# block 1

File: config.mk
export PLATFORM = sky130hd
export DESIGN_NAME = acc_seq_engine
export DESIGN_NICKNAME = d
export VERILOG_FILES = /design/src/rtl/acc_seq_engine.sv
export SDC_FILE = /design/constraint.sdc
export NUM_CORES = 1
export LEC_CHECK = 0
export CAP_MARGIN = 20
export CELL_PAD_IN_SITES_DETAIL_PLACEMENT = 0
export CELL_PAD_IN_SITES_GLOBAL_PLACEMENT = 1
export CORE_AREA = 2 2 114 116
export DETAILED_ROUTE_END_ITERATION = 8
export DIE_AREA = 0 0 116 118
export PLACE_DENSITY = 0.69
export REMOVE_ABC_BUFFERS = 1
export SLEW_MARGIN = 40
export SYNTH_ARGS = -nofsm -noshare
export SYNTH_HDL_FRONTEND = slang
export SYNTH_SLANG_ARGS = --single-unit
File: constraint.sdc
create_clock -name clk -period 3.3 [get_ports clk]
set_clock_uncertainty 0.1 [all_clocks]
set_input_delay 0.495 -clock clk [delete_from_list [all_inputs] [get_ports clk]]
set_output_delay 0.495 -clock clk [all_outputs]
set_load 0.005 [all_outputs]
File: src/rtl/acc_seq_engine.sv
`default_nettype none
// ============================================================================
// Module   : acc_seq_engine
// Brief    : Prescaled FETCH/EXEC/WRITE accumulator sequencer; define
//            ACC_SAT_EN to saturate ADD/SUB instead of wrapping.
// Revision : 1.0
// ============================================================================
module acc_seq_engine #(
    parameter int WIDTH    = 8,
    parameter int CNT_W    = 8,
    parameter int PRESCALE = 1
) (
    input  logic             clk,
    input  logic             rst,
    input  logic             start,
    input  logic             clear,
    input  logic [2:0]       alu_op,
    input  logic [WIDTH-1:0] operand,
    input  logic [CNT_W-1:0] iterations,
    output logic             busy,
    output logic             done,
    output logic [WIDTH-1:0] acc_out,
    output logic             out_strobe,
    output logic             carry,
    output logic             zero
);

    localparam int              c_PW   = (PRESCALE > 1) ? $clog2(PRESCALE) : 1;
    localparam logic [c_PW-1:0] c_PMAX = c_PW'(PRESCALE - 1);

    localparam logic [2:0] c_IDLE  = 3'd0;
    localparam logic [2:0] c_FETCH = 3'd1;
    localparam logic [2:0] c_EXEC  = 3'd2;
    localparam logic [2:0] c_WRITE = 3'd3;
    localparam logic [2:0] c_FIN   = 3'd4;

    localparam logic [2:0] c_OP_ADD = 3'd0;
    localparam logic [2:0] c_OP_SUB = 3'd1;
    localparam logic [2:0] c_OP_AND = 3'd2;
    localparam logic [2:0] c_OP_OR  = 3'd3;
    localparam logic [2:0] c_OP_XOR = 3'd4;
    localparam logic [2:0] c_OP_NOT = 3'd5;
    localparam logic [2:0] c_OP_SHL = 3'd6;
    localparam logic [2:0] c_OP_SHR = 3'd7;

    logic [2:0]       r_state, w_state_nxt;
    logic [c_PW-1:0]  r_presc;
    logic [CNT_W-1:0] r_cnt, r_iters;
    logic [2:0]       r_op;
    logic [WIDTH-1:0] r_operand, r_a, r_acc;
    logic [WIDTH:0]   r_result, w_alu;
    logic             r_carry, r_zero, r_strobe, r_done;

    logic w_tick, w_accept, w_clear, w_last;
    logic w_do_fetch, w_do_exec, w_do_write, w_do_fin;

    assign w_tick   = (r_presc == c_PMAX);
    // The done cycle is still IDLE, but a start seen there must not launch a run.
    assign w_accept = (r_state == c_IDLE) && start && !clear && !r_done;
    assign w_clear  = (r_state == c_IDLE) && clear;
    assign w_last   = ((r_cnt + CNT_W'(1)) == r_iters);

    always_ff @(posedge clk or posedge rst) begin
        if (rst) r_state <= c_IDLE;
        else     r_state <= w_state_nxt;
    end

    always_comb begin
        w_state_nxt = r_state;
        case (r_state)
            c_IDLE:  if (w_accept) w_state_nxt = (iterations == '0) ? c_FIN : c_FETCH;
            c_FETCH: if (w_tick) w_state_nxt = c_EXEC;
            c_EXEC:  if (w_tick) w_state_nxt = c_WRITE;
            c_WRITE: if (w_tick) w_state_nxt = w_last ? c_FIN : c_FETCH;
            c_FIN:   w_state_nxt = c_IDLE;
            default: w_state_nxt = c_IDLE;
        endcase
    end

    always_comb begin
        w_do_fetch = 1'b0;
        w_do_exec  = 1'b0;
        w_do_write = 1'b0;
        w_do_fin   = 1'b0;
        case (r_state)
            c_FETCH: w_do_fetch = w_tick;
            c_EXEC:  w_do_exec  = w_tick;
            c_WRITE: w_do_write = w_tick;
            c_FIN:   w_do_fin   = 1'b1;
            default: ;
        endcase
    end

    // Bit WIDTH carries carry, borrow or the shifted-out bit depending on op.
    always_comb begin
        w_alu = '0;
        case (r_op)
            c_OP_ADD: w_alu = {1'b0, r_a} + {1'b0, r_operand};
            c_OP_SUB: w_alu = {1'b0, r_a} - {1'b0, r_operand};
            c_OP_AND: w_alu = {1'b0, r_a & r_operand};
            c_OP_OR:  w_alu = {1'b0, r_a | r_operand};
            c_OP_XOR: w_alu = {1'b0, r_a ^ r_operand};
            c_OP_NOT: w_alu = {1'b0, ~r_a};
            c_OP_SHL: w_alu = {r_a, 1'b0};
            c_OP_SHR: w_alu = {r_a[0], 1'b0, r_a[WIDTH-1:1]};
            default:  w_alu = '0;
        endcase
`ifdef ACC_SAT_EN
        if (w_alu[WIDTH] && (r_op == c_OP_ADD)) w_alu = {1'b1, {WIDTH{1'b1}}};
        if (w_alu[WIDTH] && (r_op == c_OP_SUB)) w_alu = {1'b1, {WIDTH{1'b0}}};
`endif
    end

    always_ff @(posedge clk or posedge rst) begin
        if (rst) r_presc <= '0;
        else if (w_accept || w_tick) r_presc <= '0;
        else r_presc <= r_presc + c_PW'(1);
    end

    always_ff @(posedge clk or posedge rst) begin
        if (rst) begin
            r_cnt     <= '0;
            r_iters   <= '0;
            r_op      <= '0;
            r_operand <= '0;
            r_a       <= '0;
            r_result  <= '0;
            r_acc     <= '0;
            r_carry   <= 1'b0;
            r_zero    <= 1'b1;
            r_strobe  <= 1'b0;
            r_done    <= 1'b0;
        end else begin
            r_strobe <= w_do_write;
            r_done   <= w_do_fin;
            if (w_clear) begin
                r_acc   <= '0;
                r_zero  <= 1'b1;
                r_carry <= 1'b0;
            end
            if (w_accept) begin
                r_op      <= alu_op;
                r_operand <= operand;
                r_iters   <= iterations;
                r_cnt     <= '0;
            end
            if (w_do_fetch) r_a <= r_acc;
            if (w_do_exec)  r_result <= w_alu;
            if (w_do_write) begin
                r_acc   <= r_result[WIDTH-1:0];
                r_carry <= r_result[WIDTH];
                r_zero  <= (r_result[WIDTH-1:0] == '0);
                r_cnt   <= r_cnt + CNT_W'(1);
            end
        end
    end

    assign busy       = (r_state != c_IDLE);
    assign done       = r_done;
    assign acc_out    = r_acc;
    assign out_strobe = r_strobe;
    assign carry      = r_carry;
    assign zero       = r_zero;

endmodule
`default_nettype wire
Figure 1. Where the registers sit (block 1).
The bar under the picture is 20 um long.
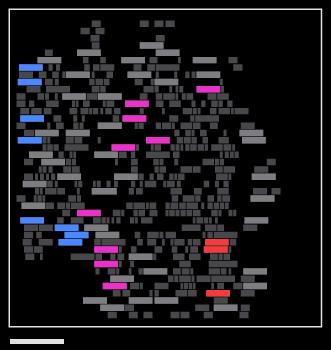
blue -> r_iters  # flops 8
red -> r_op  # flops 3
magenta -> r_result  # flops 9
not coloured = 40

Figure 2. Layout detail (block 1).
The bar under the picture is 20 um long. Window x 33 to 83, y 58 to 108 um. Cells in grey, sequential cells in the stronger grey; small squares are vias.
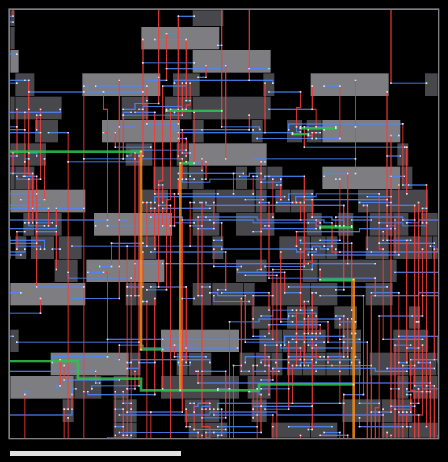
green -> metal 3
orange -> metal 4
red -> metal 2
blue -> metal 1
netlist names of flops here include = r_result (5), acc_out (4), r_a (3)
cells with their middle in the window = 124
sequential cells in the window = 15
most frequent = dfrtp_1 (15), o21ai_0 (12), nand2_1 (11)

==> notes.md <==
yosys + openroad results -> status completed, number of enable flip-flop cells 0, OpenROAD warning count 34, yosys warns 0, # IOs 36, clk buf depth 2, most frequent cells in the layout dfrtp_1, o21ai_0, clkdlybuf4s50_1, CTS root buf clkbuf_16, CTS tree built, non-filler cells, final 621, largest net degree at the start of global routing 37, number of global-route vias before repair 3142, placer congestion estimate 0.827, peak supply drop 0.000378 V, R2R cell count 10, Worst Path Arrival 3.00 ns, crit path cell chain nor2_1 -> and2_1 -> nor2_1 -> xnor2_1 -> ha_1 -> nor2b_1 -> o31a_1 -> nor2_1 -> or4b_1 -> o21ai_0
-- state kept, by name (all words and copies together), names as in the netlist, 3 cells and up --
name       count
r_a            8
r_state        3
r_cnt          8
r_iters        8
r_operand      8
acc_out        8
r_op           3
r_result       9
-- cell type report --
class,count,area share
Tap cell,172,0.0452
Clock buffer,12,0.0538
Sequential cell,60,0.315
Multi-Input combinational cell,304,0.467
Timing Repair Buffer,46,0.0909
Inverter,23,0.0181
Clock inverter,4,0.00998
-- power breakdown --
part	switching, uW	internal, uW	leakage, uW	total, uW
registers	360	1040	0.000758	1400
clock network	342	622	0.000149	964
logic	1370	1320	0.00120	2690

# block 2

==> config.mk <==
export PLATFORM = sky130hd
export DESIGN_NAME = pipelined_multi_sum_plus_const_flat
export DESIGN_NICKNAME = d
export VERILOG_FILES = /design/src/rtl/pipelined_multi_sum_plus_const_if.sv /design/src/rtl/pipelined_multi_sum_plus_const.sv /design/src/flat_wrapper.sv
export SDC_FILE = /design/constraint.sdc
export NUM_CORES = 1
export LEC_CHECK = 0
export ABC_AREA = 1
export ABC_CLOCK_PERIOD_IN_PS = 2380
export CELL_PAD_IN_SITES_DETAIL_PLACEMENT = 1
export CELL_PAD_IN_SITES_GLOBAL_PLACEMENT = 2
export CORE_UTILIZATION = 30
export CTS_BUF_LIST = sky130_fd_sc_hd__clkbuf_16
export CTS_CLUSTER_SIZE = 14
export DETAILED_ROUTE_END_ITERATION = 16
export PLACE_DENSITY = 0.83
export RECOVER_POWER = 100
export SLEW_MARGIN = 20
export SYNTH_ARGS = -nofsm -noshare
export SYNTH_HDL_FRONTEND = slang
export SYNTH_SLANG_ARGS = --single-unit
==> constraint.sdc <==
create_clock -name clk -period 2.38 [get_ports clk]
set_input_delay 0.476 -clock clk [delete_from_list [all_inputs] [get_ports clk]]
set_output_delay 0.476 -clock clk [all_outputs]
set_load 0.05 [all_outputs]
==> src/rtl/pipelined_multi_sum_plus_const_if.sv <==
`default_nettype none
// ============================================================================
//  Module   : pipelined_multi_sum_plus_const_if
//  Brief    : Valid/ready operand and result bus for the multi-term adder.
//  Revision : 1.0  initial release
// ============================================================================
interface pipelined_multi_sum_plus_const_if #(
    parameter int SIZE   = 12,
    parameter int NUM_IN = 4
);
    localparam int OUT_W = SIZE + $clog2(NUM_IN + 1);

    logic                   in_valid;
    logic                   in_ready;
    logic [NUM_IN*SIZE-1:0] in_data;
    logic [NUM_IN-1:0]      sub_mask;
    logic                   out_valid;
    logic                   out_ready;
    logic [OUT_W-1:0]       out_sum;

    modport master (
        output in_valid, in_data, sub_mask, out_ready,
        input  in_ready, out_valid, out_sum
    );

    modport slave (
        input  in_valid, in_data, sub_mask, out_ready,
        output in_ready, out_valid, out_sum
    );
endinterface
`default_nettype wire

==> src/rtl/pipelined_multi_sum_plus_const.sv <==
`default_nettype none
// ============================================================================
//  Module   : pipelined_multi_sum_plus_const
//  Brief    : 3-stage carry-save signed sum of +/- operands plus a constant.
//  Revision : 1.0  initial release
// ============================================================================
module pipelined_multi_sum_plus_const #(
    parameter int        SIZE   = 12,
    parameter int        NUM_IN = 4,
    parameter int signed CONST  = 1
) (
    input  wire logic clk,
    input  wire logic sclr,
    pipelined_multi_sum_plus_const_if.slave bus
);
    localparam int OUT_W   = SIZE + $clog2(NUM_IN + 1);
    localparam int C_EXT_W = OUT_W - SIZE;

    function automatic logic [OUT_W-1:0] sext(input logic [SIZE-1:0] v);
        return {{C_EXT_W{v[SIZE-1]}}, v};
    endfunction

    logic [SIZE-1:0]  r_s1_op_q   [NUM_IN];
    logic [SIZE-1:0]  w_s1_op_d   [NUM_IN];
    logic [OUT_W-1:0] r_s1_corr_q,  w_s1_corr_d;
    logic             r_s1_valid_q, w_s1_valid_d;
    logic [OUT_W-1:0] r_s2_sum_q,   w_s2_sum_d;
    logic [OUT_W-1:0] r_s2_carry_q, w_s2_carry_d;
    logic             r_s2_valid_q, w_s2_valid_d;
    logic [OUT_W-1:0] r_out_sum_q,  w_out_sum_d;
    logic             r_s3_valid_q, w_s3_valid_d;

    logic             w_s1_en, w_s2_en, w_s3_en;
    logic [OUT_W-1:0] w_csa_s, w_csa_c, w_csa_a, w_csa_t;

    // Each stage may load when its successor is empty or emptying this cycle.
    assign w_s3_en = ~r_s3_valid_q | bus.out_ready;
    assign w_s2_en = ~r_s2_valid_q | w_s3_en;
    assign w_s1_en = ~r_s1_valid_q | w_s2_en;

    assign bus.in_ready  = w_s1_en;
    assign bus.out_valid = r_s3_valid_q;
    assign bus.out_sum   = r_out_sum_q;

    // Subtraction is ~op + 1; the +1 terms fold into the correction word with CONST.
    always_comb begin
        w_s1_valid_d = r_s1_valid_q;
        w_s1_corr_d  = r_s1_corr_q;
        for (int i = 0; i < NUM_IN; i++) begin
            w_s1_op_d[i] = r_s1_op_q[i];
        end
        if (w_s1_en) begin
            w_s1_valid_d = bus.in_valid;
            if (bus.in_valid) begin
                w_s1_corr_d = OUT_W'(CONST);
                for (int i = 0; i < NUM_IN; i++) begin
                    w_s1_op_d[i] = bus.in_data[i*SIZE +: SIZE] ^ {SIZE{bus.sub_mask[i]}};
                    w_s1_corr_d  = w_s1_corr_d + OUT_W'(bus.sub_mask[i]);
                end
            end
        end
    end

    // Linear chain of 3:2 compressors over the operands and the correction word.
    always_comb begin
        w_csa_s = sext(r_s1_op_q[0]);
        w_csa_c = sext(r_s1_op_q[1]);
        w_csa_a = '0;
        w_csa_t = '0;
        for (int k = 2; k <= NUM_IN; k++) begin
            w_csa_a = (k == NUM_IN) ? r_s1_corr_q : sext(r_s1_op_q[k % NUM_IN]);
            w_csa_t = w_csa_s ^ w_csa_c ^ w_csa_a;
            w_csa_c = ((w_csa_s & w_csa_c) | (w_csa_s & w_csa_a) | (w_csa_c & w_csa_a)) << 1;
            w_csa_s = w_csa_t;
        end
    end

    always_comb begin
        w_s2_valid_d = r_s2_valid_q;
        w_s2_sum_d   = r_s2_sum_q;
        w_s2_carry_d = r_s2_carry_q;
        if (w_s2_en) begin
            w_s2_valid_d = r_s1_valid_q;
            if (r_s1_valid_q) begin
                w_s2_sum_d   = w_csa_s;
                w_s2_carry_d = w_csa_c;
            end
        end
    end

    always_comb begin
        w_s3_valid_d = r_s3_valid_q;
        w_out_sum_d  = r_out_sum_q;
        if (w_s3_en) begin
            w_s3_valid_d = r_s2_valid_q;
            if (r_s2_valid_q) begin
                w_out_sum_d = r_s2_sum_q + r_s2_carry_q;
            end
        end
    end

    always_ff @(posedge clk) begin
        if (sclr) begin
            r_s1_valid_q <= 1'b0;
            r_s2_valid_q <= 1'b0;
            r_s3_valid_q <= 1'b0;
            r_s1_corr_q  <= '0;
            r_s2_sum_q   <= '0;
            r_s2_carry_q <= '0;
            r_out_sum_q  <= '0;
            for (int i = 0; i < NUM_IN; i++) begin
                r_s1_op_q[i] <= '0;
            end
        end else begin
            r_s1_valid_q <= w_s1_valid_d;
            r_s2_valid_q <= w_s2_valid_d;
            r_s3_valid_q <= w_s3_valid_d;
            r_s1_corr_q  <= w_s1_corr_d;
            r_s2_sum_q   <= w_s2_sum_d;
            r_s2_carry_q <= w_s2_carry_d;
            r_out_sum_q  <= w_out_sum_d;
            for (int i = 0; i < NUM_IN; i++) begin
                r_s1_op_q[i] <= w_s1_op_d[i];
            end
        end
    end
endmodule
`default_nettype wire

==> src/flat_wrapper.sv <==
// flat-port wrapper written by rule: the top's interface ports become plain ports
module pipelined_multi_sum_plus_const_flat 
#(
    parameter int        SIZE   = 12,
    parameter int        NUM_IN = 4,
    parameter int signed CONST  = 1
)
  (clk, sclr, bus_in_valid, bus_in_data, bus_sub_mask, bus_out_ready, bus_in_ready, bus_out_valid, bus_out_sum);
  pipelined_multi_sum_plus_const_if #(.SIZE(SIZE), .NUM_IN(NUM_IN)) bus_i ();
  input  wire logic clk;
  input  wire logic sclr;
  input wire logic [$bits(bus_i.in_valid)-1:0] bus_in_valid;
  input wire logic [$bits(bus_i.in_data)-1:0] bus_in_data;
  input wire logic [$bits(bus_i.sub_mask)-1:0] bus_sub_mask;
  input wire logic [$bits(bus_i.out_ready)-1:0] bus_out_ready;
  output wire logic [$bits(bus_i.in_ready)-1:0] bus_in_ready;
  output wire logic [$bits(bus_i.out_valid)-1:0] bus_out_valid;
  output wire logic [$bits(bus_i.out_sum)-1:0] bus_out_sum;
  assign bus_i.in_valid = bus_in_valid;
  assign bus_i.in_data = bus_in_data;
  assign bus_i.sub_mask = bus_sub_mask;
  assign bus_i.out_ready = bus_out_ready;
  assign bus_in_ready = bus_i.in_ready;
  assign bus_out_valid = bus_i.out_valid;
  assign bus_out_sum = bus_i.out_sum;
  pipelined_multi_sum_plus_const #(.SIZE(SIZE), .NUM_IN(NUM_IN), .CONST(CONST)) u_core (.clk(clk), .sclr(sclr), .bus(bus_i));
endmodule
==> notes.md <==
yosys + openroad results -> CORE AREA 17300 um^2, Signal buf overhead 0.124, Setup Total Neg Slack 0 ns, Seq group 1840 uW, YS chip area 5300 um^2, antenna cells 0, Pint 3200 uW, yosys simple share 0.141, status completed, Worst Path Arrival 2.50 ns, Hold WC Path Type flop to flop, XORs/XNORs by Area 0.0876, placer congestion estimate 0.782, final worst path period need 2.22 ns, first-pass GRT wire length 21.5 mm, WS Path Type primary input to flop, fin. max-slew vios 0, GR Util met2 0.243, met3 wire length 466 um, CP startpoint kind primary input, clock buffers 9, initial antenna violation count 0, Worst setup EP type flop, Seq/Total Area, Yosys 0.367, most frequent cells in the layout dfxtp_1, nor2_1, o21ai_0, Metal-1 WL 6.13 mm, Hold EP u_core.bus.out_sum[1]
-- flip-flops by register name, summed over array words and instances (netlist names) --
register              count
u_core.r_s2_carry_q      14
u_core.r_s1_valid_q       1
u_core.r_s1_corr_q        3
u_core.r_s2_sum_q        14
u_core.r_s1_op_q         48
u_core.bus.out_valid      1
u_core.bus.out_sum       15
u_core.r_s2_valid_q       1
-- tightest hold or removal path, delay by kind of cell (launching register included) --
kind / cells / cell delay, ns
flip-flops: 1 / 0.32
AND/OR/NAND/NOR: 2 / 0.13
Figure 3. Clock wiring as the flow saved it (block 2).
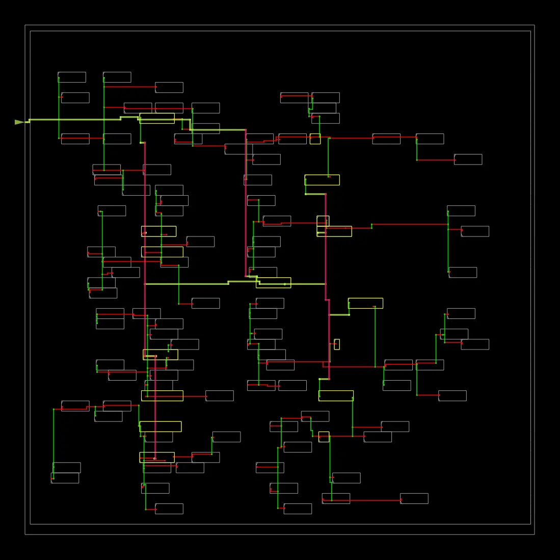
Latency at later pin: 0.35 ns
Clock Power: 1670 uW


# block 3

`src/rtl/rr_merge2.sv`:
```
// Two-input round-robin merge into a single registered output slot.
// Ties alternate via a last-served pointer; the slot may drain and refill in the same cycle.
module rr_merge2 #(
  parameter int BUS_WIDTH = 1
) (
  input  logic                 i_clk,
  input  logic                 i_rst_n,
  input  logic [BUS_WIDTH-1:0] i_a,
  input  logic                 i_a_valid,
  output logic                 o_a_ready,
  input  logic [BUS_WIDTH-1:0] i_b,
  input  logic                 i_b_valid,
  output logic                 o_b_ready,
  output logic [BUS_WIDTH-1:0] o_c,
  output logic                 o_c_valid,
  input  logic                 i_c_ready,
  output logic                 o_s
);

  logic                 vld_p0;
  logic [BUS_WIDTH-1:0] c_data_p0;
  logic                 c_src_p0;
  logic                 last_src;
  logic                 open;
  logic                 grant_a;
  logic                 grant_b;
  logic                 accept;

  // On a tie the channel that was not served last wins; last_src = 1 means B.
  always_comb begin
    open    = !vld_p0 || i_c_ready;
    grant_b = i_b_valid && (!i_a_valid || !last_src);
    grant_a = i_a_valid && !grant_b;
    accept  = open && (grant_a || grant_b);
  end

  // Readies are forced low while reset is held so nothing is offered during reset.
  assign o_a_ready = i_rst_n && open && grant_a;
  assign o_b_ready = i_rst_n && open && grant_b;

  // Output slot (stage p0)
  always_ff @(posedge i_clk or negedge i_rst_n) begin
    if (!i_rst_n) begin
      vld_p0    <= 1'b0;
      c_data_p0 <= '0;
      c_src_p0  <= 1'b0;
      last_src  <= 1'b1;
    end else if (open) begin
      if (accept) begin
        vld_p0    <= 1'b1;
        c_data_p0 <= grant_b ? i_b : i_a;
        c_src_p0  <= grant_b;
        last_src  <= grant_b;
      end else begin
        vld_p0 <= 1'b0;
      end
    end
  end

  assign o_c       = c_data_p0;
  assign o_c_valid = vld_p0;
  assign o_s       = c_src_p0;

endmodule

```
`config.mk`:
```
export PLATFORM = sky130hd
export DESIGN_NAME = rr_merge2
export DESIGN_NICKNAME = d
export VERILOG_FILES = /design/src/rtl/rr_merge2.sv
export SDC_FILE = /design/constraint.sdc
export NUM_CORES = 1
export LEC_CHECK = 0
export CORE_AREA = 2 2 39 41
export CTS_CLUSTER_DIAMETER = 50
export CTS_CLUSTER_SIZE = 8
export DETAILED_ROUTE_END_ITERATION = 10
export DIE_AREA = 0 0 41 43
export GPL_ROUTABILITY_DRIVEN = 0
export MAX_ROUTING_LAYER = met4
export PLACE_DENSITY = 0.43
export SLEW_MARGIN = 15
export SYNTH_ARGS = -nofsm -noshare
export SYNTH_HDL_FRONTEND = slang
export SYNTH_SLANG_ARGS = --single-unit
```
`constraint.sdc`:
```
create_clock -name i_clk -period 1.4 [get_ports i_clk]
set_clock_uncertainty 0.15 [all_clocks]
set_input_delay 0.28 -clock i_clk [delete_from_list [all_inputs] [get_ports i_clk]]
set_output_delay 0.28 -clock i_clk [all_outputs]
set_load 0.02 [all_outputs]
```
Figure 4. Wire density map (block 3).
The bar under the picture is 10 um long. 8 x 9 tiles, from dark blue (low) to red (high), scaled to the fullest tile. Values are wire area over tile area, all layers added.
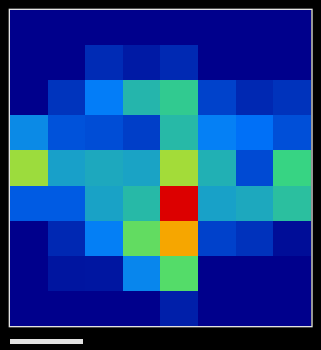
mean over tiles = 0.065
tiles over half the peak = 8.3%
fullest tile = 0.35
nearly empty tiles = 36%
densest ninth of the die = centre

Figure 5. Met1 routing (block 3).
The bar under the picture is 10 um long.
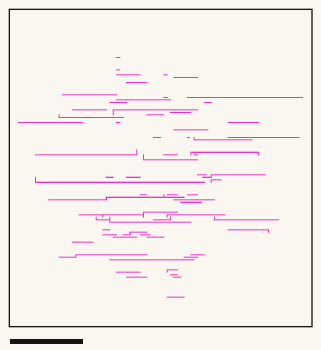
share of all routed wire = 45%
main direction = horizontal

Figure 6. Routed clock nets over the placement (block 3).
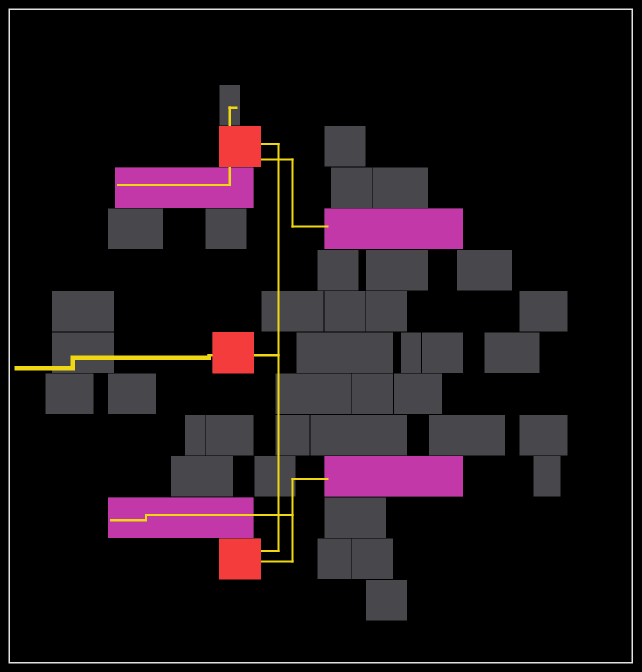
magenta -> flip-flops  # count 4
red -> clock drivers  # count 3
yellow -> clock wires  # length 95.2 um
routed clock nets = 4
share of total power in the clock network: 0.354
Clock Power: 162 uW
Latency at later pin: 0.24 ns

==> notes.md <==
yosys + openroad results -> failing checks negative setup slack, M3 GR Usage 0.0314, floorplan die width 41 um, Clock Sink Count 4, power per cell area 960 nW/um^2, CP top delay family flip-flops, routed wire length 717 um, comb. cell area 156 um^2, WL/cell 12.0 um, P_sw 130 uW, Tap Count 16, CP Data Required Time 0.97 ns, violation count after the first detailed-route iteration 0, Post-DP Area 389 um^2, vias per cell 3.90, CP bufs+invs 2, WS Path Type flop to primary output, Pint 329 uW, OpenROAD warning count 28, Comb power 153 uW, Cells after DPL 53, status complete, but fails checks, met3 wire length 57 um, setup ws final -0.221 ns, Post-CTS Setup Bufs 3, final setup vio count 3, Least-Margin Pin Slew 0.262 ns, clk buf depth 2
==> cells in the final DEF (no fill, tap or decap) <==
master,netlist,layout
buf_4,0,9
nand2b_4,1,2
o221a_2,1,1
dfstp_2,1,1
nand3_4,0,2
clkdlybuf4s50_1,0,3
clkbuf_1,0,1
or2_1,1,1
a21o_1,1,1
clkbuf_4,0,3
or2b_2,1,1
inv_1,1,1
buf_6,0,2
mux2_2,1,1
nand2_2,0,1
dlygate4sd2_1,0,4
o21a_1,1,1
clkdlybuf4s15_1,0,1
dfrtp_1,3,3
nand2_1,2,1
clkbuf_2,0,1
and2_4,1,1
nor2_4,0,2

# block 4

Figure 7. Layout detail (block 4).
The bar under the picture is 20 um long. Window x 19 to 69, y 36 to 86 um. Cells in grey, sequential cells in the stronger grey; small squares are vias.
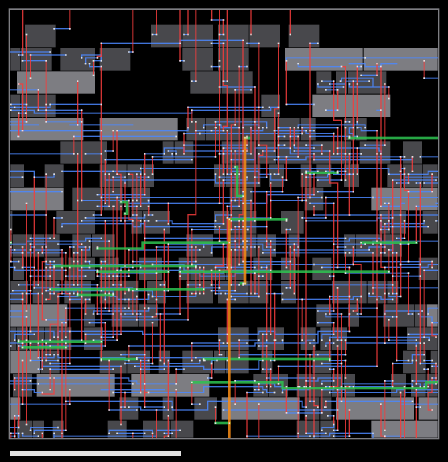
Figure 8. Ports around the boundary (block 4).
The bar under the picture is 20 um long. Pins as bars across the die edge, other pins in grey.
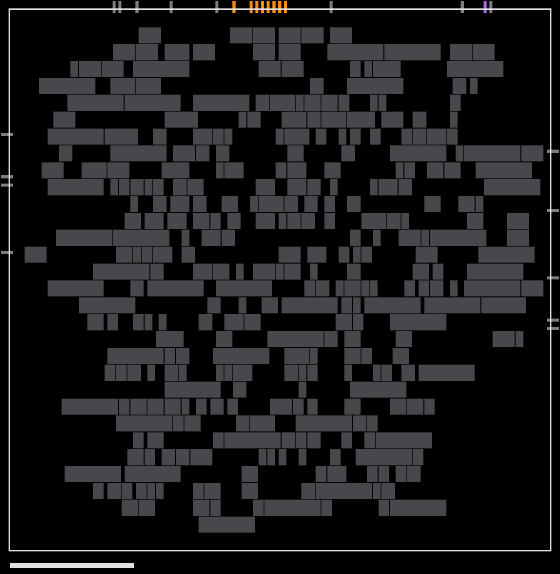
===== config.mk =====
export PLATFORM = sky130hd
export DESIGN_NAME = ps2_key_state_flat
export DESIGN_NICKNAME = d
export VERILOG_FILES = /design/src/rtl/ps2_key_state_pkg.sv /design/src/rtl/ps2_key_state_if.sv /design/src/rtl/ps2_key_state.sv /design/src/flat_wrapper.sv
export SDC_FILE = /design/constraint.sdc
export NUM_CORES = 1
export LEC_CHECK = 0
export CAP_MARGIN = 15
export CORE_UTILIZATION = 40
export CTS_BUF_LIST = sky130_fd_sc_hd__clkbuf_4
export CTS_CLUSTER_DIAMETER = 30
export DETAILED_ROUTE_END_ITERATION = 12
export PLACE_DENSITY = 0.61
export SETUP_SLACK_MARGIN = 0.2
export SYNTH_ARGS = -nofsm -noshare
export SYNTH_HDL_FRONTEND = slang
export SYNTH_SLANG_ARGS = --single-unit

===== constraint.sdc =====
create_clock -name clk -period 3.9 [get_ports clk]
set_input_delay 0.585 -clock clk [delete_from_list [all_inputs] [get_ports clk]]
set_output_delay 0.585 -clock clk [all_outputs]
set_load 0.02 [all_outputs]

===== src/rtl/ps2_key_state_pkg.sv =====
// Set-2 scan codes, prefix FSM states and key indices shared by the PS/2 keyboard path.
// The map_code helper turns a (code, extended) pair into a held-bit index.
package ps2_key_state_pkg;

  localparam logic [7:0] CODE_W   = 8'h1D;
  localparam logic [7:0] CODE_A   = 8'h1C;
  localparam logic [7:0] CODE_S   = 8'h1B;
  localparam logic [7:0] CODE_D   = 8'h23;
  localparam logic [7:0] CODE_Z   = 8'h1A;
  localparam logic [7:0] CODE_X   = 8'h22;
  localparam logic [7:0] CODE_ENT = 8'h5A;
  localparam logic [7:0] CODE_UP  = 8'h75;
  localparam logic [7:0] CODE_DN  = 8'h72;
  localparam logic [7:0] CODE_LF  = 8'h6B;
  localparam logic [7:0] CODE_RT  = 8'h74;
  localparam logic [7:0] CODE_E0  = 8'hE0;
  localparam logic [7:0] CODE_F0  = 8'hF0;
  localparam logic [7:0] CODE_AA  = 8'hAA;
  localparam logic [7:0] CODE_FA  = 8'hFA;
  localparam logic [7:0] CODE_FE  = 8'hFE;
  localparam logic [7:0] CODE_00  = 8'h00;
  localparam logic [7:0] CODE_FF  = 8'hFF;

  typedef enum logic [1:0] {
    ST_IDLE,
    ST_EXT,
    ST_BRK,
    ST_EXT_BRK
  } state_t;

  localparam int NUM_KEYS = 12;
  localparam int K_W     = 0;
  localparam int K_A     = 1;
  localparam int K_S     = 2;
  localparam int K_D     = 3;
  localparam int K_UP    = 4;
  localparam int K_DN    = 5;
  localparam int K_LF    = 6;
  localparam int K_RT    = 7;
  localparam int K_Z     = 8;
  localparam int K_X     = 9;
  localparam int K_ENT   = 10;
  localparam int K_KPENT = 11;

  typedef struct packed {
    logic       hit;
    logic [3:0] idx;
  } key_hit_t;

  // Non-extended 75/72/6B/74 are keypad keys and deliberately fall through to "no hit".
  function automatic key_hit_t map_code(input logic [7:0] code, input logic ext);
    key_hit_t r;
    r.hit = 1'b1;
    r.idx = 4'd0;
    if (!ext) begin
      case (code)
        CODE_W:   r.idx = 4'(K_W);
        CODE_A:   r.idx = 4'(K_A);
        CODE_S:   r.idx = 4'(K_S);
        CODE_D:   r.idx = 4'(K_D);
        CODE_Z:   r.idx = 4'(K_Z);
        CODE_X:   r.idx = 4'(K_X);
        CODE_ENT: r.idx = 4'(K_ENT);
        default:  r.hit = 1'b0;
      endcase
    end else begin
      case (code)
        CODE_UP:  r.idx = 4'(K_UP);
        CODE_DN:  r.idx = 4'(K_DN);
        CODE_LF:  r.idx = 4'(K_LF);
        CODE_RT:  r.idx = 4'(K_RT);
        CODE_ENT: r.idx = 4'(K_KPENT);
        default:  r.hit = 1'b0;
      endcase
    end
    return r;
  endfunction

endpackage


===== src/rtl/ps2_key_state_if.sv =====
// Byte stream in from the PS/2 receiver and decoded key levels/pulses out to the game logic.
interface ps2_key_state_if;
  logic [7:0] byte_data;
  logic       byte_valid;
  logic       w;
  logic       a;
  logic       s;
  logic       d;
  logic       z;
  logic       x;
  logic       enter;
  logic [7:0] last_key;

  modport master (
    output byte_data, byte_valid,
    input  w, a, s, d, z, x, enter, last_key
  );

  modport slave (
    input  byte_data, byte_valid,
    output w, a, s, d, z, x, enter, last_key
  );
endinterface


===== src/rtl/ps2_key_state.sv =====
// Decodes set-2 make/break/extended sequences into held-key levels, press pulses and last make code.
// Stale E0/F0 prefixes are dropped after TIMEOUT_CYCLES without a following byte.
module ps2_key_state
  import ps2_key_state_pkg::*;
#(
  parameter int unsigned TIMEOUT_CYCLES = 2_000_000,
  parameter int unsigned CNT_W          = 21
) (
  input  logic           clk,
  input  logic           rst,
  ps2_key_state_if.slave kb
);

  localparam logic [CNT_W-1:0] TO_LAST = CNT_W'(TIMEOUT_CYCLES - 1);

  state_t                state_q, state_d;
  logic [CNT_W-1:0]      cnt_q, cnt_d;
  logic [NUM_KEYS-1:0]   held_q, held_d;
  logic [7:0]            last_key_q, last_key_d;
  logic                  w_q, w_d, a_q, a_d, s_q, s_d, d_q, d_d, z_q, z_d;
  logic                  x_q, x_d, enter_q, enter_d;
  key_hit_t              std_hit, ext_hit;
  logic [7:0]            b;

  assign b       = kb.byte_data;
  assign std_hit = map_code(b, 1'b0);
  assign ext_hit = map_code(b, 1'b1);

  // Prefix FSM, held-bit update and timeout counter.
  always_comb begin
    state_d    = state_q;
    cnt_d      = cnt_q;
    held_d     = held_q;
    last_key_d = last_key_q;
    if (kb.byte_valid) begin
      cnt_d = '0;
      if (b == CODE_AA || b == CODE_00 || b == CODE_FF) begin
        held_d  = '0;
        state_d = ST_IDLE;
      end else if (b != CODE_FA && b != CODE_FE) begin
        case (state_q)
          ST_IDLE: begin
            if (b == CODE_E0) begin
              state_d = ST_EXT;
            end else if (b == CODE_F0) begin
              state_d = ST_BRK;
            end else if (std_hit.hit) begin
              held_d[std_hit.idx] = 1'b1;
              last_key_d          = b;
            end
          end
          ST_EXT: begin
            if (b == CODE_F0) begin
              state_d = ST_EXT_BRK;
            end else if (b != CODE_E0) begin
              state_d = ST_IDLE;
              if (ext_hit.hit) begin
                held_d[ext_hit.idx] = 1'b1;
                last_key_d          = b;
              end
            end
          end
          ST_BRK: begin
            if (b != CODE_F0) begin
              state_d = ST_IDLE;
              if (std_hit.hit) held_d[std_hit.idx] = 1'b0;
            end
          end
          ST_EXT_BRK: begin
            if (b != CODE_E0) begin
              state_d = ST_IDLE;
              if (ext_hit.hit) held_d[ext_hit.idx] = 1'b0;
            end
          end
          default: state_d = ST_IDLE;
        endcase
      end
    end else if (state_q != ST_IDLE) begin
      // Saturate at the terminal count; the FSM leaves its prefix state on the same edge.
      if (cnt_q == TO_LAST) begin
        state_d = ST_IDLE;
      end else begin
        cnt_d = cnt_q + 1'b1;
      end
    end
  end

  // Output stage: levels follow the new held bits, pulses compare new against previous.
  always_comb begin
    w_d     = held_d[K_W] | held_d[K_UP];
    a_d     = held_d[K_A] | held_d[K_LF];
    s_d     = held_d[K_S] | held_d[K_DN];
    d_d     = held_d[K_D] | held_d[K_RT];
    z_d     = held_d[K_Z];
    x_d     = held_d[K_X] & ~held_q[K_X];
    enter_d = (held_d[K_ENT] | held_d[K_KPENT]) & ~(held_q[K_ENT] | held_q[K_KPENT]);
  end

  always_ff @(posedge clk or posedge rst) begin
    if (rst) begin
      state_q    <= ST_IDLE;
      cnt_q      <= '0;
      held_q     <= '0;
      last_key_q <= 8'h00;
      w_q        <= 1'b0;
      a_q        <= 1'b0;
      s_q        <= 1'b0;
      d_q        <= 1'b0;
      z_q        <= 1'b0;
      x_q        <= 1'b0;
      enter_q    <= 1'b0;
    end else begin
      state_q    <= state_d;
      cnt_q      <= cnt_d;
      held_q     <= held_d;
      last_key_q <= last_key_d;
      w_q        <= w_d;
      a_q        <= a_d;
      s_q        <= s_d;
      d_q        <= d_d;
      z_q        <= z_d;
      x_q        <= x_d;
      enter_q    <= enter_d;
    end
  end

  assign kb.w        = w_q;
  assign kb.a        = a_q;
  assign kb.s        = s_q;
  assign kb.d        = d_q;
  assign kb.z        = z_q;
  assign kb.x        = x_q;
  assign kb.enter    = enter_q;
  assign kb.last_key = last_key_q;

endmodule

===== src/flat_wrapper.sv =====
// flat-port wrapper written by rule: the top's interface ports become plain ports
module ps2_key_state_flat import ps2_key_state_pkg::*;
#(
  parameter int unsigned TIMEOUT_CYCLES = 2_000_000,
  parameter int unsigned CNT_W          = 21
)
  (clk, rst, kb_byte_data, kb_byte_valid, kb_w, kb_a, kb_s, kb_d, kb_z, kb_x, kb_enter, kb_last_key);
  ps2_key_state_if kb_i ();
  input  logic clk;
  input  logic rst;
  input wire logic [$bits(kb_i.byte_data)-1:0] kb_byte_data;
  input wire logic [$bits(kb_i.byte_valid)-1:0] kb_byte_valid;
  output wire logic [$bits(kb_i.w)-1:0] kb_w;
  output wire logic [$bits(kb_i.a)-1:0] kb_a;
  output wire logic [$bits(kb_i.s)-1:0] kb_s;
  output wire logic [$bits(kb_i.d)-1:0] kb_d;
  output wire logic [$bits(kb_i.z)-1:0] kb_z;
  output wire logic [$bits(kb_i.x)-1:0] kb_x;
  output wire logic [$bits(kb_i.enter)-1:0] kb_enter;
  output wire logic [$bits(kb_i.last_key)-1:0] kb_last_key;
  assign kb_i.byte_data = kb_byte_data;
  assign kb_i.byte_valid = kb_byte_valid;
  assign kb_w = kb_i.w;
  assign kb_a = kb_i.a;
  assign kb_s = kb_i.s;
  assign kb_d = kb_i.d;
  assign kb_z = kb_i.z;
  assign kb_x = kb_i.x;
  assign kb_enter = kb_i.enter;
  assign kb_last_key = kb_i.last_key;
  ps2_key_state #(.TIMEOUT_CYCLES(TIMEOUT_CYCLES), .CNT_W(CNT_W)) u_core (.clk(clk), .rst(rst), .kb(kb_i));
endmodule

==> notes.md <==
yosys + openroad results -> status completed, cells after synthesis 319, P_sw 325 uW, Worst setup endpoint u_core.kb.last_key[6], # rows 30, DRC 0, post-CTS sizing 0, yosys warns 0, area leader, netlist dfrtp_1, Hold WC Path Type flop to flop, Top Consumer registers, Synth Area per Inst 9.07 um^2, Area Growth Syn to Fin 12.2%, most frequent logic cell in the layout dfrtp_1, number of enable flip-flop cells 0, met1 Use GR 0.292, Area leader share 0.424
Notes on Figure 7 above:
green -> metal 3
blue -> metal 1
red -> metal 2
orange -> metal 4
cells with their middle in the window = 164
netlist names of flops here include = u_core.held_q (7), u_core.kb.last_key (4), u_core.cnt_q (2)
most frequent = dfrtp_1 (14), nand2_1 (13), nor2_1 (13)
sequential cells in the window = 14

Notes on Figure 8 above:
orange -> kb_byte_data  # pins 8, direction input, edge top
purple -> kb_z  # pins 1, direction output, edge top
all pins by edge = 17 top, 5 right, 4 left
IO Port Bufs: 25
floorplan die width: 87.0 um

-- per-stage QoR --
step	utilization	instances	cell area (um^2)	worst slack (ns)	hold WS [ns]
finish	0.470	429	3240	1.12	0.448
global route	0.470	429	3240	0.985	0.468
CTS	0.467	428	3220	1.11	0.447
detailed placement	0.460	420	3170	0.692	0.428
global placement	0.460	420	3170	0.772	0.425
floorplan	-	319	2890	1.72	0.410
-- per-layer routing --
metal | vias up | part of all wire
met5 | - | 0
met4 | 0 | 0.014
met3 | 9 | 0.052
met2 | 68 | 0.42
met1 | 1169 | 0.51
li1 | 1225 | -

# block 5

Figure 9. Met1 routing (block 5).
The bar under the picture is 20 um long.
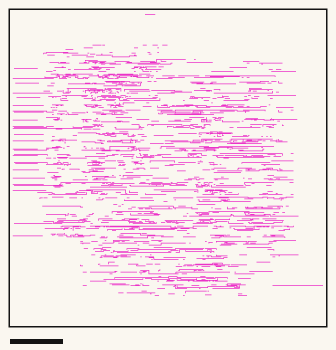
[config.mk]
export PLATFORM = sky130hd
export DESIGN_NAME = spike_detector
export DESIGN_NICKNAME = d
export VERILOG_FILES = /design/src/rtl/spike_pkg.sv /design/src/rtl/spike_fifo.sv /design/src/rtl/spike_detector.sv
export SDC_FILE = /design/constraint.sdc
export NUM_CORES = 1
export LEC_CHECK = 0
export ABC_CLOCK_PERIOD_IN_PS = 3100
export CORE_MARGIN = 10
export CORE_UTILIZATION = 55
export CTS_BUF_LIST = sky130_fd_sc_hd__clkbuf_4 sky130_fd_sc_hd__clkbuf_8 sky130_fd_sc_hd__clkbuf_16
export DETAILED_ROUTE_END_ITERATION = 8
export GPL_TIMING_DRIVEN = 0
export MAX_ROUTING_LAYER = met4
export PLACE_DENSITY_LB_ADDON = 0.3
export SLEW_MARGIN = 10
export SYNTH_ARGS = -nofsm -noshare
export SYNTH_HDL_FRONTEND = slang
export SYNTH_SLANG_ARGS = --single-unit
[constraint.sdc]
create_clock -name clk -period 3.1 [get_ports clk]
set_input_delay 0.62 -clock clk [delete_from_list [all_inputs] [get_ports clk]]
set_output_delay 0.62 -clock clk [all_outputs]
set_load 0.01 [all_outputs]
[src/rtl/spike_pkg.sv]
`default_nettype none
// ============================================================================
//  Module      : spike_pkg
//  Description : Shared types and default constants for the spike detector:
//                FSM state encoding, default threshold/rearm codes and the
//                queued spike event record.
//  Revision    : 1.0 - initial release
// ============================================================================
package spike_pkg;

    // Detector state: armed for a crossing, holding off, or waiting to rearm
    typedef enum logic [1:0] {
        ARMED      = 2'd0,
        REFRACT    = 2'd1,
        WAIT_REARM = 2'd2
    } spike_state_t;

    // Default codes, LSB = 2^-16 V (about +30 mV and -50 mV)
    localparam int c_V_TH_CODE    = 1966;
    localparam int c_V_REARM_CODE = -3277;

    // Default timestamp width of a queued event
    localparam int c_TS_WIDTH = 16;

    // One queued spike event: the sample index at which the crossing occurred
    typedef struct packed {
        logic [c_TS_WIDTH-1:0] ts;
    } spike_event_t;

endpackage
`default_nettype wire

[src/rtl/spike_fifo.sv]
`default_nettype none
// ============================================================================
//  Module      : spike_fifo
//  Description : First-word-fall-through synchronous FIFO. The head entry is
//                always visible on o_pop_data; a push into a full FIFO is
//                accepted only when a pop happens in the same cycle.
//  Revision    : 1.0 - initial release
// ============================================================================
module spike_fifo #(
    parameter int DEPTH  = 4,
    parameter int DATA_W = 16
) (
    input  logic              clk,
    input  logic              rst_n,
    input  logic              i_push,
    input  logic [DATA_W-1:0] i_push_data,
    input  logic              i_pop,
    output logic [DATA_W-1:0] o_pop_data,
    output logic              o_full,
    output logic              o_empty
);

    localparam int c_ADDR_W = (DEPTH > 1) ? $clog2(DEPTH) : 1;
    localparam logic [c_ADDR_W-1:0] c_LAST = c_ADDR_W'(DEPTH - 1);
    localparam logic [c_ADDR_W:0]   c_FULL = (c_ADDR_W + 1)'(DEPTH);

    logic [DATA_W-1:0]   r_mem [DEPTH];
    logic [c_ADDR_W-1:0] r_wr_ptr;
    logic [c_ADDR_W-1:0] r_rd_ptr;
    logic [c_ADDR_W:0]   r_count;

    logic w_do_push;
    logic w_do_pop;

    assign o_full     = (r_count == c_FULL);
    assign o_empty    = (r_count == '0);
    assign w_do_pop   = i_pop && !o_empty;
    assign w_do_push  = i_push && (!o_full || w_do_pop);
    assign o_pop_data = r_mem[r_rd_ptr];

    // Storage is cleared on reset so the head reads as zero afterwards
    always_ff @(posedge clk or negedge rst_n) begin
        if (!rst_n) begin
            for (int i = 0; i < DEPTH; i++) begin
                r_mem[i] <= '0;
            end
        end else if (w_do_push) begin
            r_mem[r_wr_ptr] <= i_push_data;
        end
    end

    // Pointer and occupancy bookkeeping
    always_ff @(posedge clk or negedge rst_n) begin
        if (!rst_n) begin
            r_wr_ptr <= '0;
            r_rd_ptr <= '0;
            r_count  <= '0;
        end else begin
            if (w_do_push) begin
                r_wr_ptr <= (r_wr_ptr == c_LAST) ? '0 : r_wr_ptr + 1'b1;
            end
            if (w_do_pop) begin
                r_rd_ptr <= (r_rd_ptr == c_LAST) ? '0 : r_rd_ptr + 1'b1;
            end
            case ({w_do_push, w_do_pop})
                2'b10:   r_count <= r_count + 1'b1;
                2'b01:   r_count <= r_count - 1'b1;
                default: r_count <= r_count;
            endcase
        end
    end

endmodule
`default_nettype wire

[src/rtl/spike_detector.sv]
`default_nettype none
// ============================================================================
//  Module      : spike_detector
//  Description : Turns the neuron membrane voltage into spike events: signed
//                threshold crossing with hysteresis, refractory hold-off,
//                one-cycle membrane reset request and a timestamped event
//                queue behind a valid/ready handshake.
//  Revision    : 1.0 - initial release
// ============================================================================
module spike_detector
    import spike_pkg::*;
#(
    parameter int WIDTH         = 24,
    parameter int V_TH_CODE     = c_V_TH_CODE,
    parameter int V_REARM_CODE  = c_V_REARM_CODE,
    parameter int REFRAC_CYCLES = 16,
    parameter int TS_WIDTH      = 16,
    parameter int FIFO_DEPTH    = 4
) (
    input  logic                    clk,
    input  logic                    rst_n,
    input  logic                    v_in_valid,
    input  logic signed [WIDTH-1:0] v_mem,
    output logic                    neuron_reset,
    output logic                    spike_valid,
    input  logic                    spike_ready,
    output logic [TS_WIDTH-1:0]     spike_ts,
    output logic [15:0]             spike_count,
    output logic                    overflow
);

    localparam int c_RC_W = (REFRAC_CYCLES > 1) ? $clog2(REFRAC_CYCLES) : 1;
    localparam logic [c_RC_W-1:0] c_REFRAC_LOAD =
        (REFRAC_CYCLES > 0) ? c_RC_W'(REFRAC_CYCLES - 1) : '0;
    localparam logic signed [WIDTH-1:0] c_V_TH    = WIDTH'(V_TH_CODE);
    localparam logic signed [WIDTH-1:0] c_V_REARM = WIDTH'(V_REARM_CODE);

    spike_state_t        r_state;
    logic [c_RC_W-1:0]   r_refrac_cnt;
    logic [TS_WIDTH-1:0] r_ts_cnt;
    logic                r_neuron_reset;
    logic [15:0]         r_spike_count;
    logic                r_overflow;

    logic w_fire;
    logic w_pop;
    logic w_full;
    logic w_empty;

    // Only an armed detector fires; both compares are full-width signed
    assign w_fire = (r_state == ARMED) && v_in_valid && (v_mem >= c_V_TH);
    assign w_pop  = !w_empty && spike_ready;

    assign neuron_reset = r_neuron_reset;
    assign spike_valid  = !w_empty;
    assign spike_count  = r_spike_count;
    assign overflow     = r_overflow;

    // Sample index counter; events carry the value before this increment
    always_ff @(posedge clk or negedge rst_n) begin
        if (!rst_n) begin
            r_ts_cnt <= '0;
        end else if (v_in_valid) begin
            r_ts_cnt <= r_ts_cnt + 1'b1;
        end
    end

    // Hysteresis FSM with refractory countdown independent of sample strobes
    always_ff @(posedge clk or negedge rst_n) begin
        if (!rst_n) begin
            r_state      <= ARMED;
            r_refrac_cnt <= '0;
        end else begin
            case (r_state)
                ARMED: begin
                    if (w_fire) begin
                        if (REFRAC_CYCLES > 0) begin
                            r_state      <= REFRACT;
                            r_refrac_cnt <= c_REFRAC_LOAD;
                        end else begin
                            r_state <= WAIT_REARM;
                        end
                    end
                end
                REFRACT: begin
                    if (r_refrac_cnt == '0) begin
                        r_state <= WAIT_REARM;
                    end else begin
                        r_refrac_cnt <= r_refrac_cnt - 1'b1;
                    end
                end
                WAIT_REARM: begin
                    if (v_in_valid && (v_mem <= c_V_REARM)) begin
                        r_state <= ARMED;
                    end
                end
                default: r_state <= ARMED;
            endcase
        end
    end

    // Fire side effects: reset pulse, saturating count, sticky drop flag
    always_ff @(posedge clk or negedge rst_n) begin
        if (!rst_n) begin
            r_neuron_reset <= 1'b0;
            r_spike_count  <= '0;
            r_overflow     <= 1'b0;
        end else begin
            r_neuron_reset <= w_fire;
            if (w_fire && (r_spike_count != 16'hFFFF)) begin
                r_spike_count <= r_spike_count + 1'b1;
            end
            if (w_fire && w_full && !w_pop) begin
                r_overflow <= 1'b1;
            end
        end
    end

    spike_fifo #(
        .DEPTH  (FIFO_DEPTH),
        .DATA_W (TS_WIDTH)
    ) u_fifo (
        .clk         (clk),
        .rst_n       (rst_n),
        .i_push      (w_fire),
        .i_push_data (r_ts_cnt),
        .i_pop       (w_pop),
        .o_pop_data  (spike_ts),
        .o_full      (w_full),
        .o_empty     (w_empty)
    );

endmodule
`default_nettype wire

==> notes.md <==
yosys + openroad results -> most frequent logic cell in the layout dfrtp_1, setup slack, reg-to-reg 0.71 ns, Seq/Total Area, Yosys 0.518, Post-DP Area 6150 um^2, Metal-1 WL 4.80 mm, Pint 3000 uW, Synth top cells by count dfrtp_1, mux2_4, mux2_1, met3 wire length 486 um, met2 routed WL 5.20 mm, yosys simple share 0.0982, Top Consumer registers, FP Core Util 0.572, Clock Power 882 uW, WS Path Type flop to primary output, status completed, non-filler cells, final 591, Synth flops 111, post-CTS sizing 4, Hold WC Path Type primary input to asynchronous set/reset pin, OpenROAD warning count 30, # rows 35, fin. max-slew vios 0, IO Port Bufs 60, Area leader share 0.518, P_sw 1340 uW, R2R Path End u_fifo.r_count[1]
Notes on Figure 9 above:
wire length on this layer = 4800 um
main direction = horizontal
nets with wire on the layer = 460

==> worst max-delay path, cell delays in order, from the launching register on <==
cell and delay (ns):
dfrtp_1 0.36, clkbuf_4 0.26, buf_4 0.28, mux4_2 0.55
clkdlybuf4s50_1 0.50
==> sequential cells by signal, summed over array words and instances, names as in the netlist, 2 cells and up <==
name / cells
r_ts_cnt: 16
u_fifo.r_rd_ptr: 2
spike_count: 16
u_fifo.r_count: 3
u_fifo.r_mem: 64
r_state: 2
r_refrac_cnt: 4
u_fifo.r_wr_ptr: 2

# block 6

$ cat src/rtl/ru_param.sv
// Parametrised register unit: NREGS x XLEN registers with x0 hardwired to zero,
// two combinational read ports, a debug read port, one write port and a dirty mask.
module ru_param #(
  parameter int          XLEN    = 32,
  parameter int          NREGS   = 32,
  parameter int          SP_IDX  = 2,
  parameter logic [31:0] SP_INIT = 32'h0000_0400,
  parameter int          BYPASS  = 1,
  localparam int         AW      = $clog2(NREGS)
) (
  input  logic             clk,
  input  logic             rst,
  input  logic             ruWr,
  input  logic [AW-1:0]    rd,
  input  logic [XLEN-1:0]  DataWr,
  input  logic [AW-1:0]    rs1,
  input  logic [AW-1:0]    rs2,
  output logic [XLEN-1:0]  ruRs1,
  output logic [XLEN-1:0]  ruRs2,
  input  logic [AW-1:0]    dbgAddr,
  output logic [XLEN-1:0]  dbgData,
  input  logic             clrDirty,
  output logic [NREGS-1:0] dirty
);

  localparam logic [XLEN-1:0] SP_INIT_X = XLEN'(SP_INIT);

  logic [XLEN-1:0]  regs_q [NREGS];
  logic [XLEN-1:0]  regs_d [NREGS];
  logic [NREGS-1:0] dirty_q, dirty_d;
  logic             wr_acc;

  // A write is accepted only outside reset and never to x0.
  assign wr_acc = ruWr && !rst && (rd != '0);

  always_comb begin
    regs_d  = regs_q;
    dirty_d = clrDirty ? '0 : dirty_q;
    if (wr_acc) begin
      regs_d[rd]  = DataWr;
      dirty_d[rd] = 1'b1;
    end
    regs_d[0]  = '0;
    dirty_d[0] = 1'b0;
  end

  always_ff @(posedge clk) begin
    if (rst) begin
      for (int i = 0; i < NREGS; i++) begin
        regs_q[i] <= (i == SP_IDX) ? SP_INIT_X : '0;
      end
      dirty_q <= '0;
    end else begin
      regs_q  <= regs_d;
      dirty_q <= dirty_d;
    end
  end

  logic [XLEN-1:0] rs1_stored, rs2_stored;

  always_comb begin
    rs1_stored = (rs1 == '0) ? '0 : regs_q[rs1];
    rs2_stored = (rs2 == '0) ? '0 : regs_q[rs2];
    ruRs1      = rs1_stored;
    ruRs2      = rs2_stored;
    if (BYPASS != 0 && wr_acc && rd == rs1) ruRs1 = DataWr;
    if (BYPASS != 0 && wr_acc && rd == rs2) ruRs2 = DataWr;
  end

  // Debug port deliberately ignores any write pending this cycle.
  assign dbgData = (dbgAddr == '0) ? '0 : regs_q[dbgAddr];
  assign dirty   = dirty_q;

endmodule
$ cat config.mk
export PLATFORM = sky130hd
export DESIGN_NAME = ru_param
export DESIGN_NICKNAME = d
export VERILOG_FILES = /design/src/rtl/ru_param.sv
export SDC_FILE = /design/constraint.sdc
export NUM_CORES = 2
export LEC_CHECK = 0
export CORE_MARGIN = 2
export CORE_UTILIZATION = 45
export CTS_CLUSTER_SIZE = 40
export DETAILED_ROUTE_END_ITERATION = 8
export HOLD_SLACK_MARGIN = 0.1
export PLACE_DENSITY = 0.69
export SYNTH_ARGS = -nofsm -noshare
export SYNTH_HDL_FRONTEND = slang
export SYNTH_SLANG_ARGS = --single-unit
export TNS_END_PERCENT = 1
$ cat constraint.sdc
create_clock -name clk -period 2.4 [get_ports clk]
set_input_delay 0.36 -clock clk [delete_from_list [all_inputs] [get_ports clk]]
set_output_delay 0.36 -clock clk [all_outputs]
set_load 0.02 [all_outputs]
==> notes.md <==
yosys + openroad results -> status complete, but fails checks, failing checks max-slew violations, negative setup slack, setup ws final -0.772 ns, flip-flop and latch area 20600 um^2, Fillers 10600, CP Data Required Time 2.04 ns, count leader, synth nand2_1, fin. max-slew vios 48, Area-dominant class logic gates, Post-DP Area 74400 um^2, Final Power 40400 uW, seq_cells 1023, first-pass GRT wire length 409 mm, final setup vio count 96, largest stage delay on the critical path 0.54 ns, power per cell area 511 nW/um^2, Netlist cell types 58, combinational fraction of design power 0.136, R2R cell count 3, WS Path Type primary input to primary output, total track usage 0.408, DRC 0, share of layout cells above drive strength 1 0.384
[worst paths after layout]
check | end
hold reg to reg | dirty[8]
setup reg to reg | regs_q[488]
hold / removal | regs_q[48]
setup / recovery | ruRs2[20]
[power groups by stage]
stage          Combinational [uW]  Sequential [uW]  Clock [uW]
6_report                     5490            17100       17900
5_1_grt                      5510            17100       18400
4_1_cts                      5200            17100       17700
3_5_place_dp                 5090            17500           0
3_3_place_gp                 5060            17500           0
2_1_floorplan                2630            17500           0
[sequential cells by signal, indices dropped and copies added (netlist names)]
| signal | count |
|---|---|
| regs_q | 992 |
| dirty | 31 |
Figure 10. Layout detail (block 6).
The bar under the picture is 20 um long. Window x 159 to 209, y 233 to 283 um. Cells in grey, sequential cells in the stronger grey; small squares are vias.
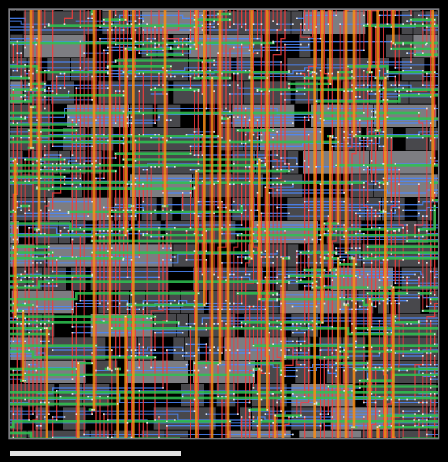
red -> metal 2
orange -> metal 4
blue -> metal 1
green -> metal 3
most frequent = nand2_1 (58), buf_4 (36), a21oi_1 (28)
netlist names of flops here include = regs_q (28)
cells with their middle in the window = 195
sequential cells in the window = 28

Figure 11. Where the registers sit (block 6).
The bar under the picture is 100 um long.
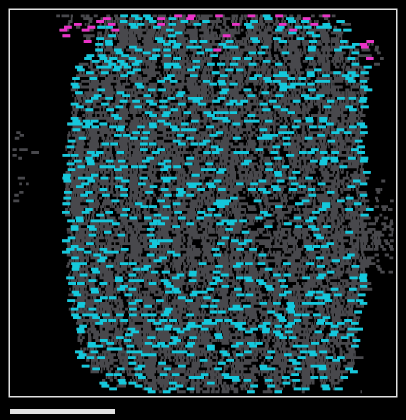
cyan -> regs_q  # flops 992, where all over the die
magenta -> dirty  # flops 31, where a band across the top
Seq/total area: 0.261
Seq group: 17100 uW



## Gallery

Ports around the boundary.
panel A
The bar under the picture is 20 um long. Pins as bars across the die edge, other pins in grey.
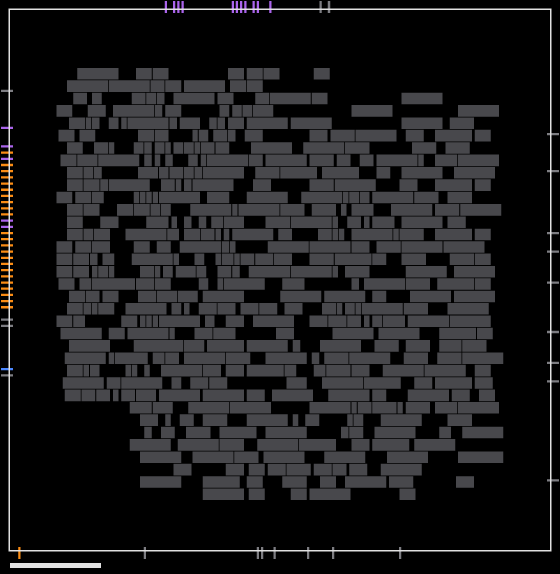
panel B
The bar under the picture is 20 um long. Pins as bars across the die edge, other pins in grey.
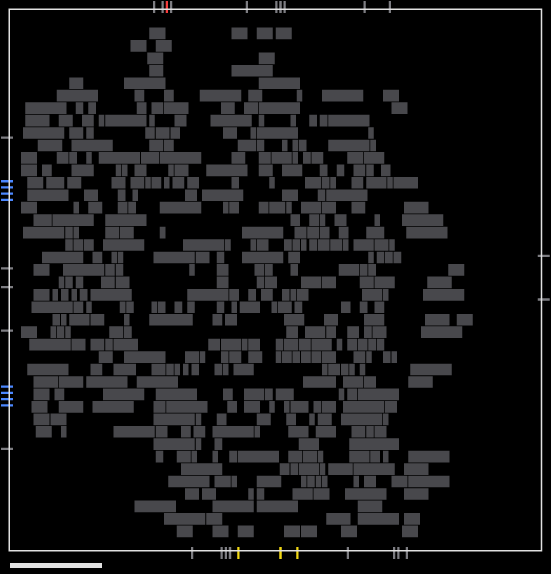
panel C
The bar under the picture is 100 um long. Pins as bars across the die edge, other pins in grey.
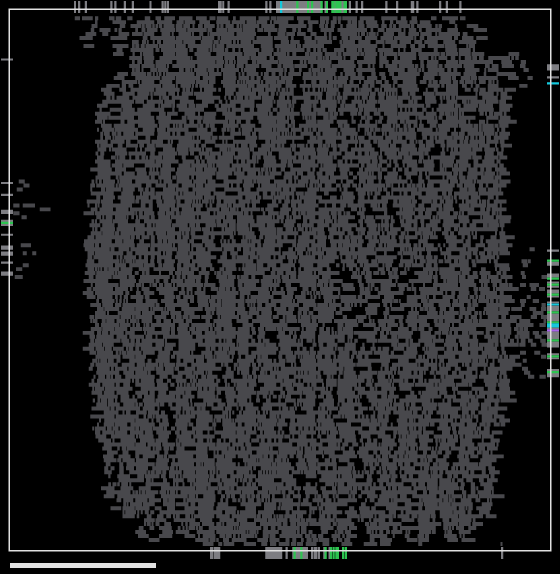
panel D
The bar under the picture is 50 um long. Pins as bars across the die edge, other pins in grey.
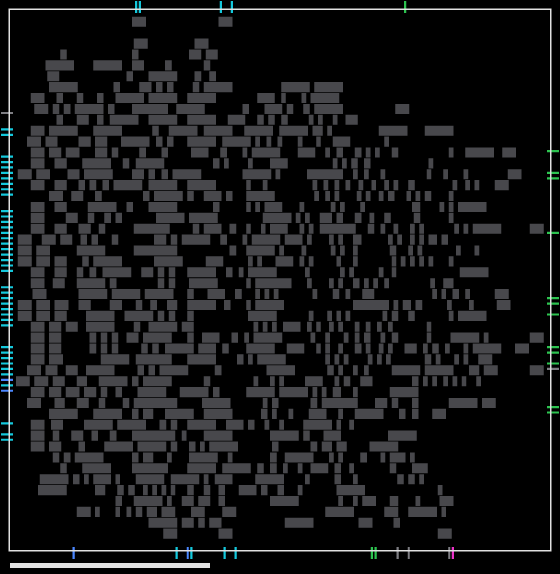
Panel B comes from block 1.
Panel D comes from block 2.
Panel C comes from block 6.
Panel A comes from block 5.
- largest die: panel C
- most pins: panel C

Key to panel A:
blue -> spike_ready  # pins 1, direction input, edge left
purple -> spike_count  # pins 16, direction output, edge 11 top, 5 left
orange -> v_mem  # pins 24, direction input, edge 23 left, 1 bottom

Power and IR drop assume default switching activity.
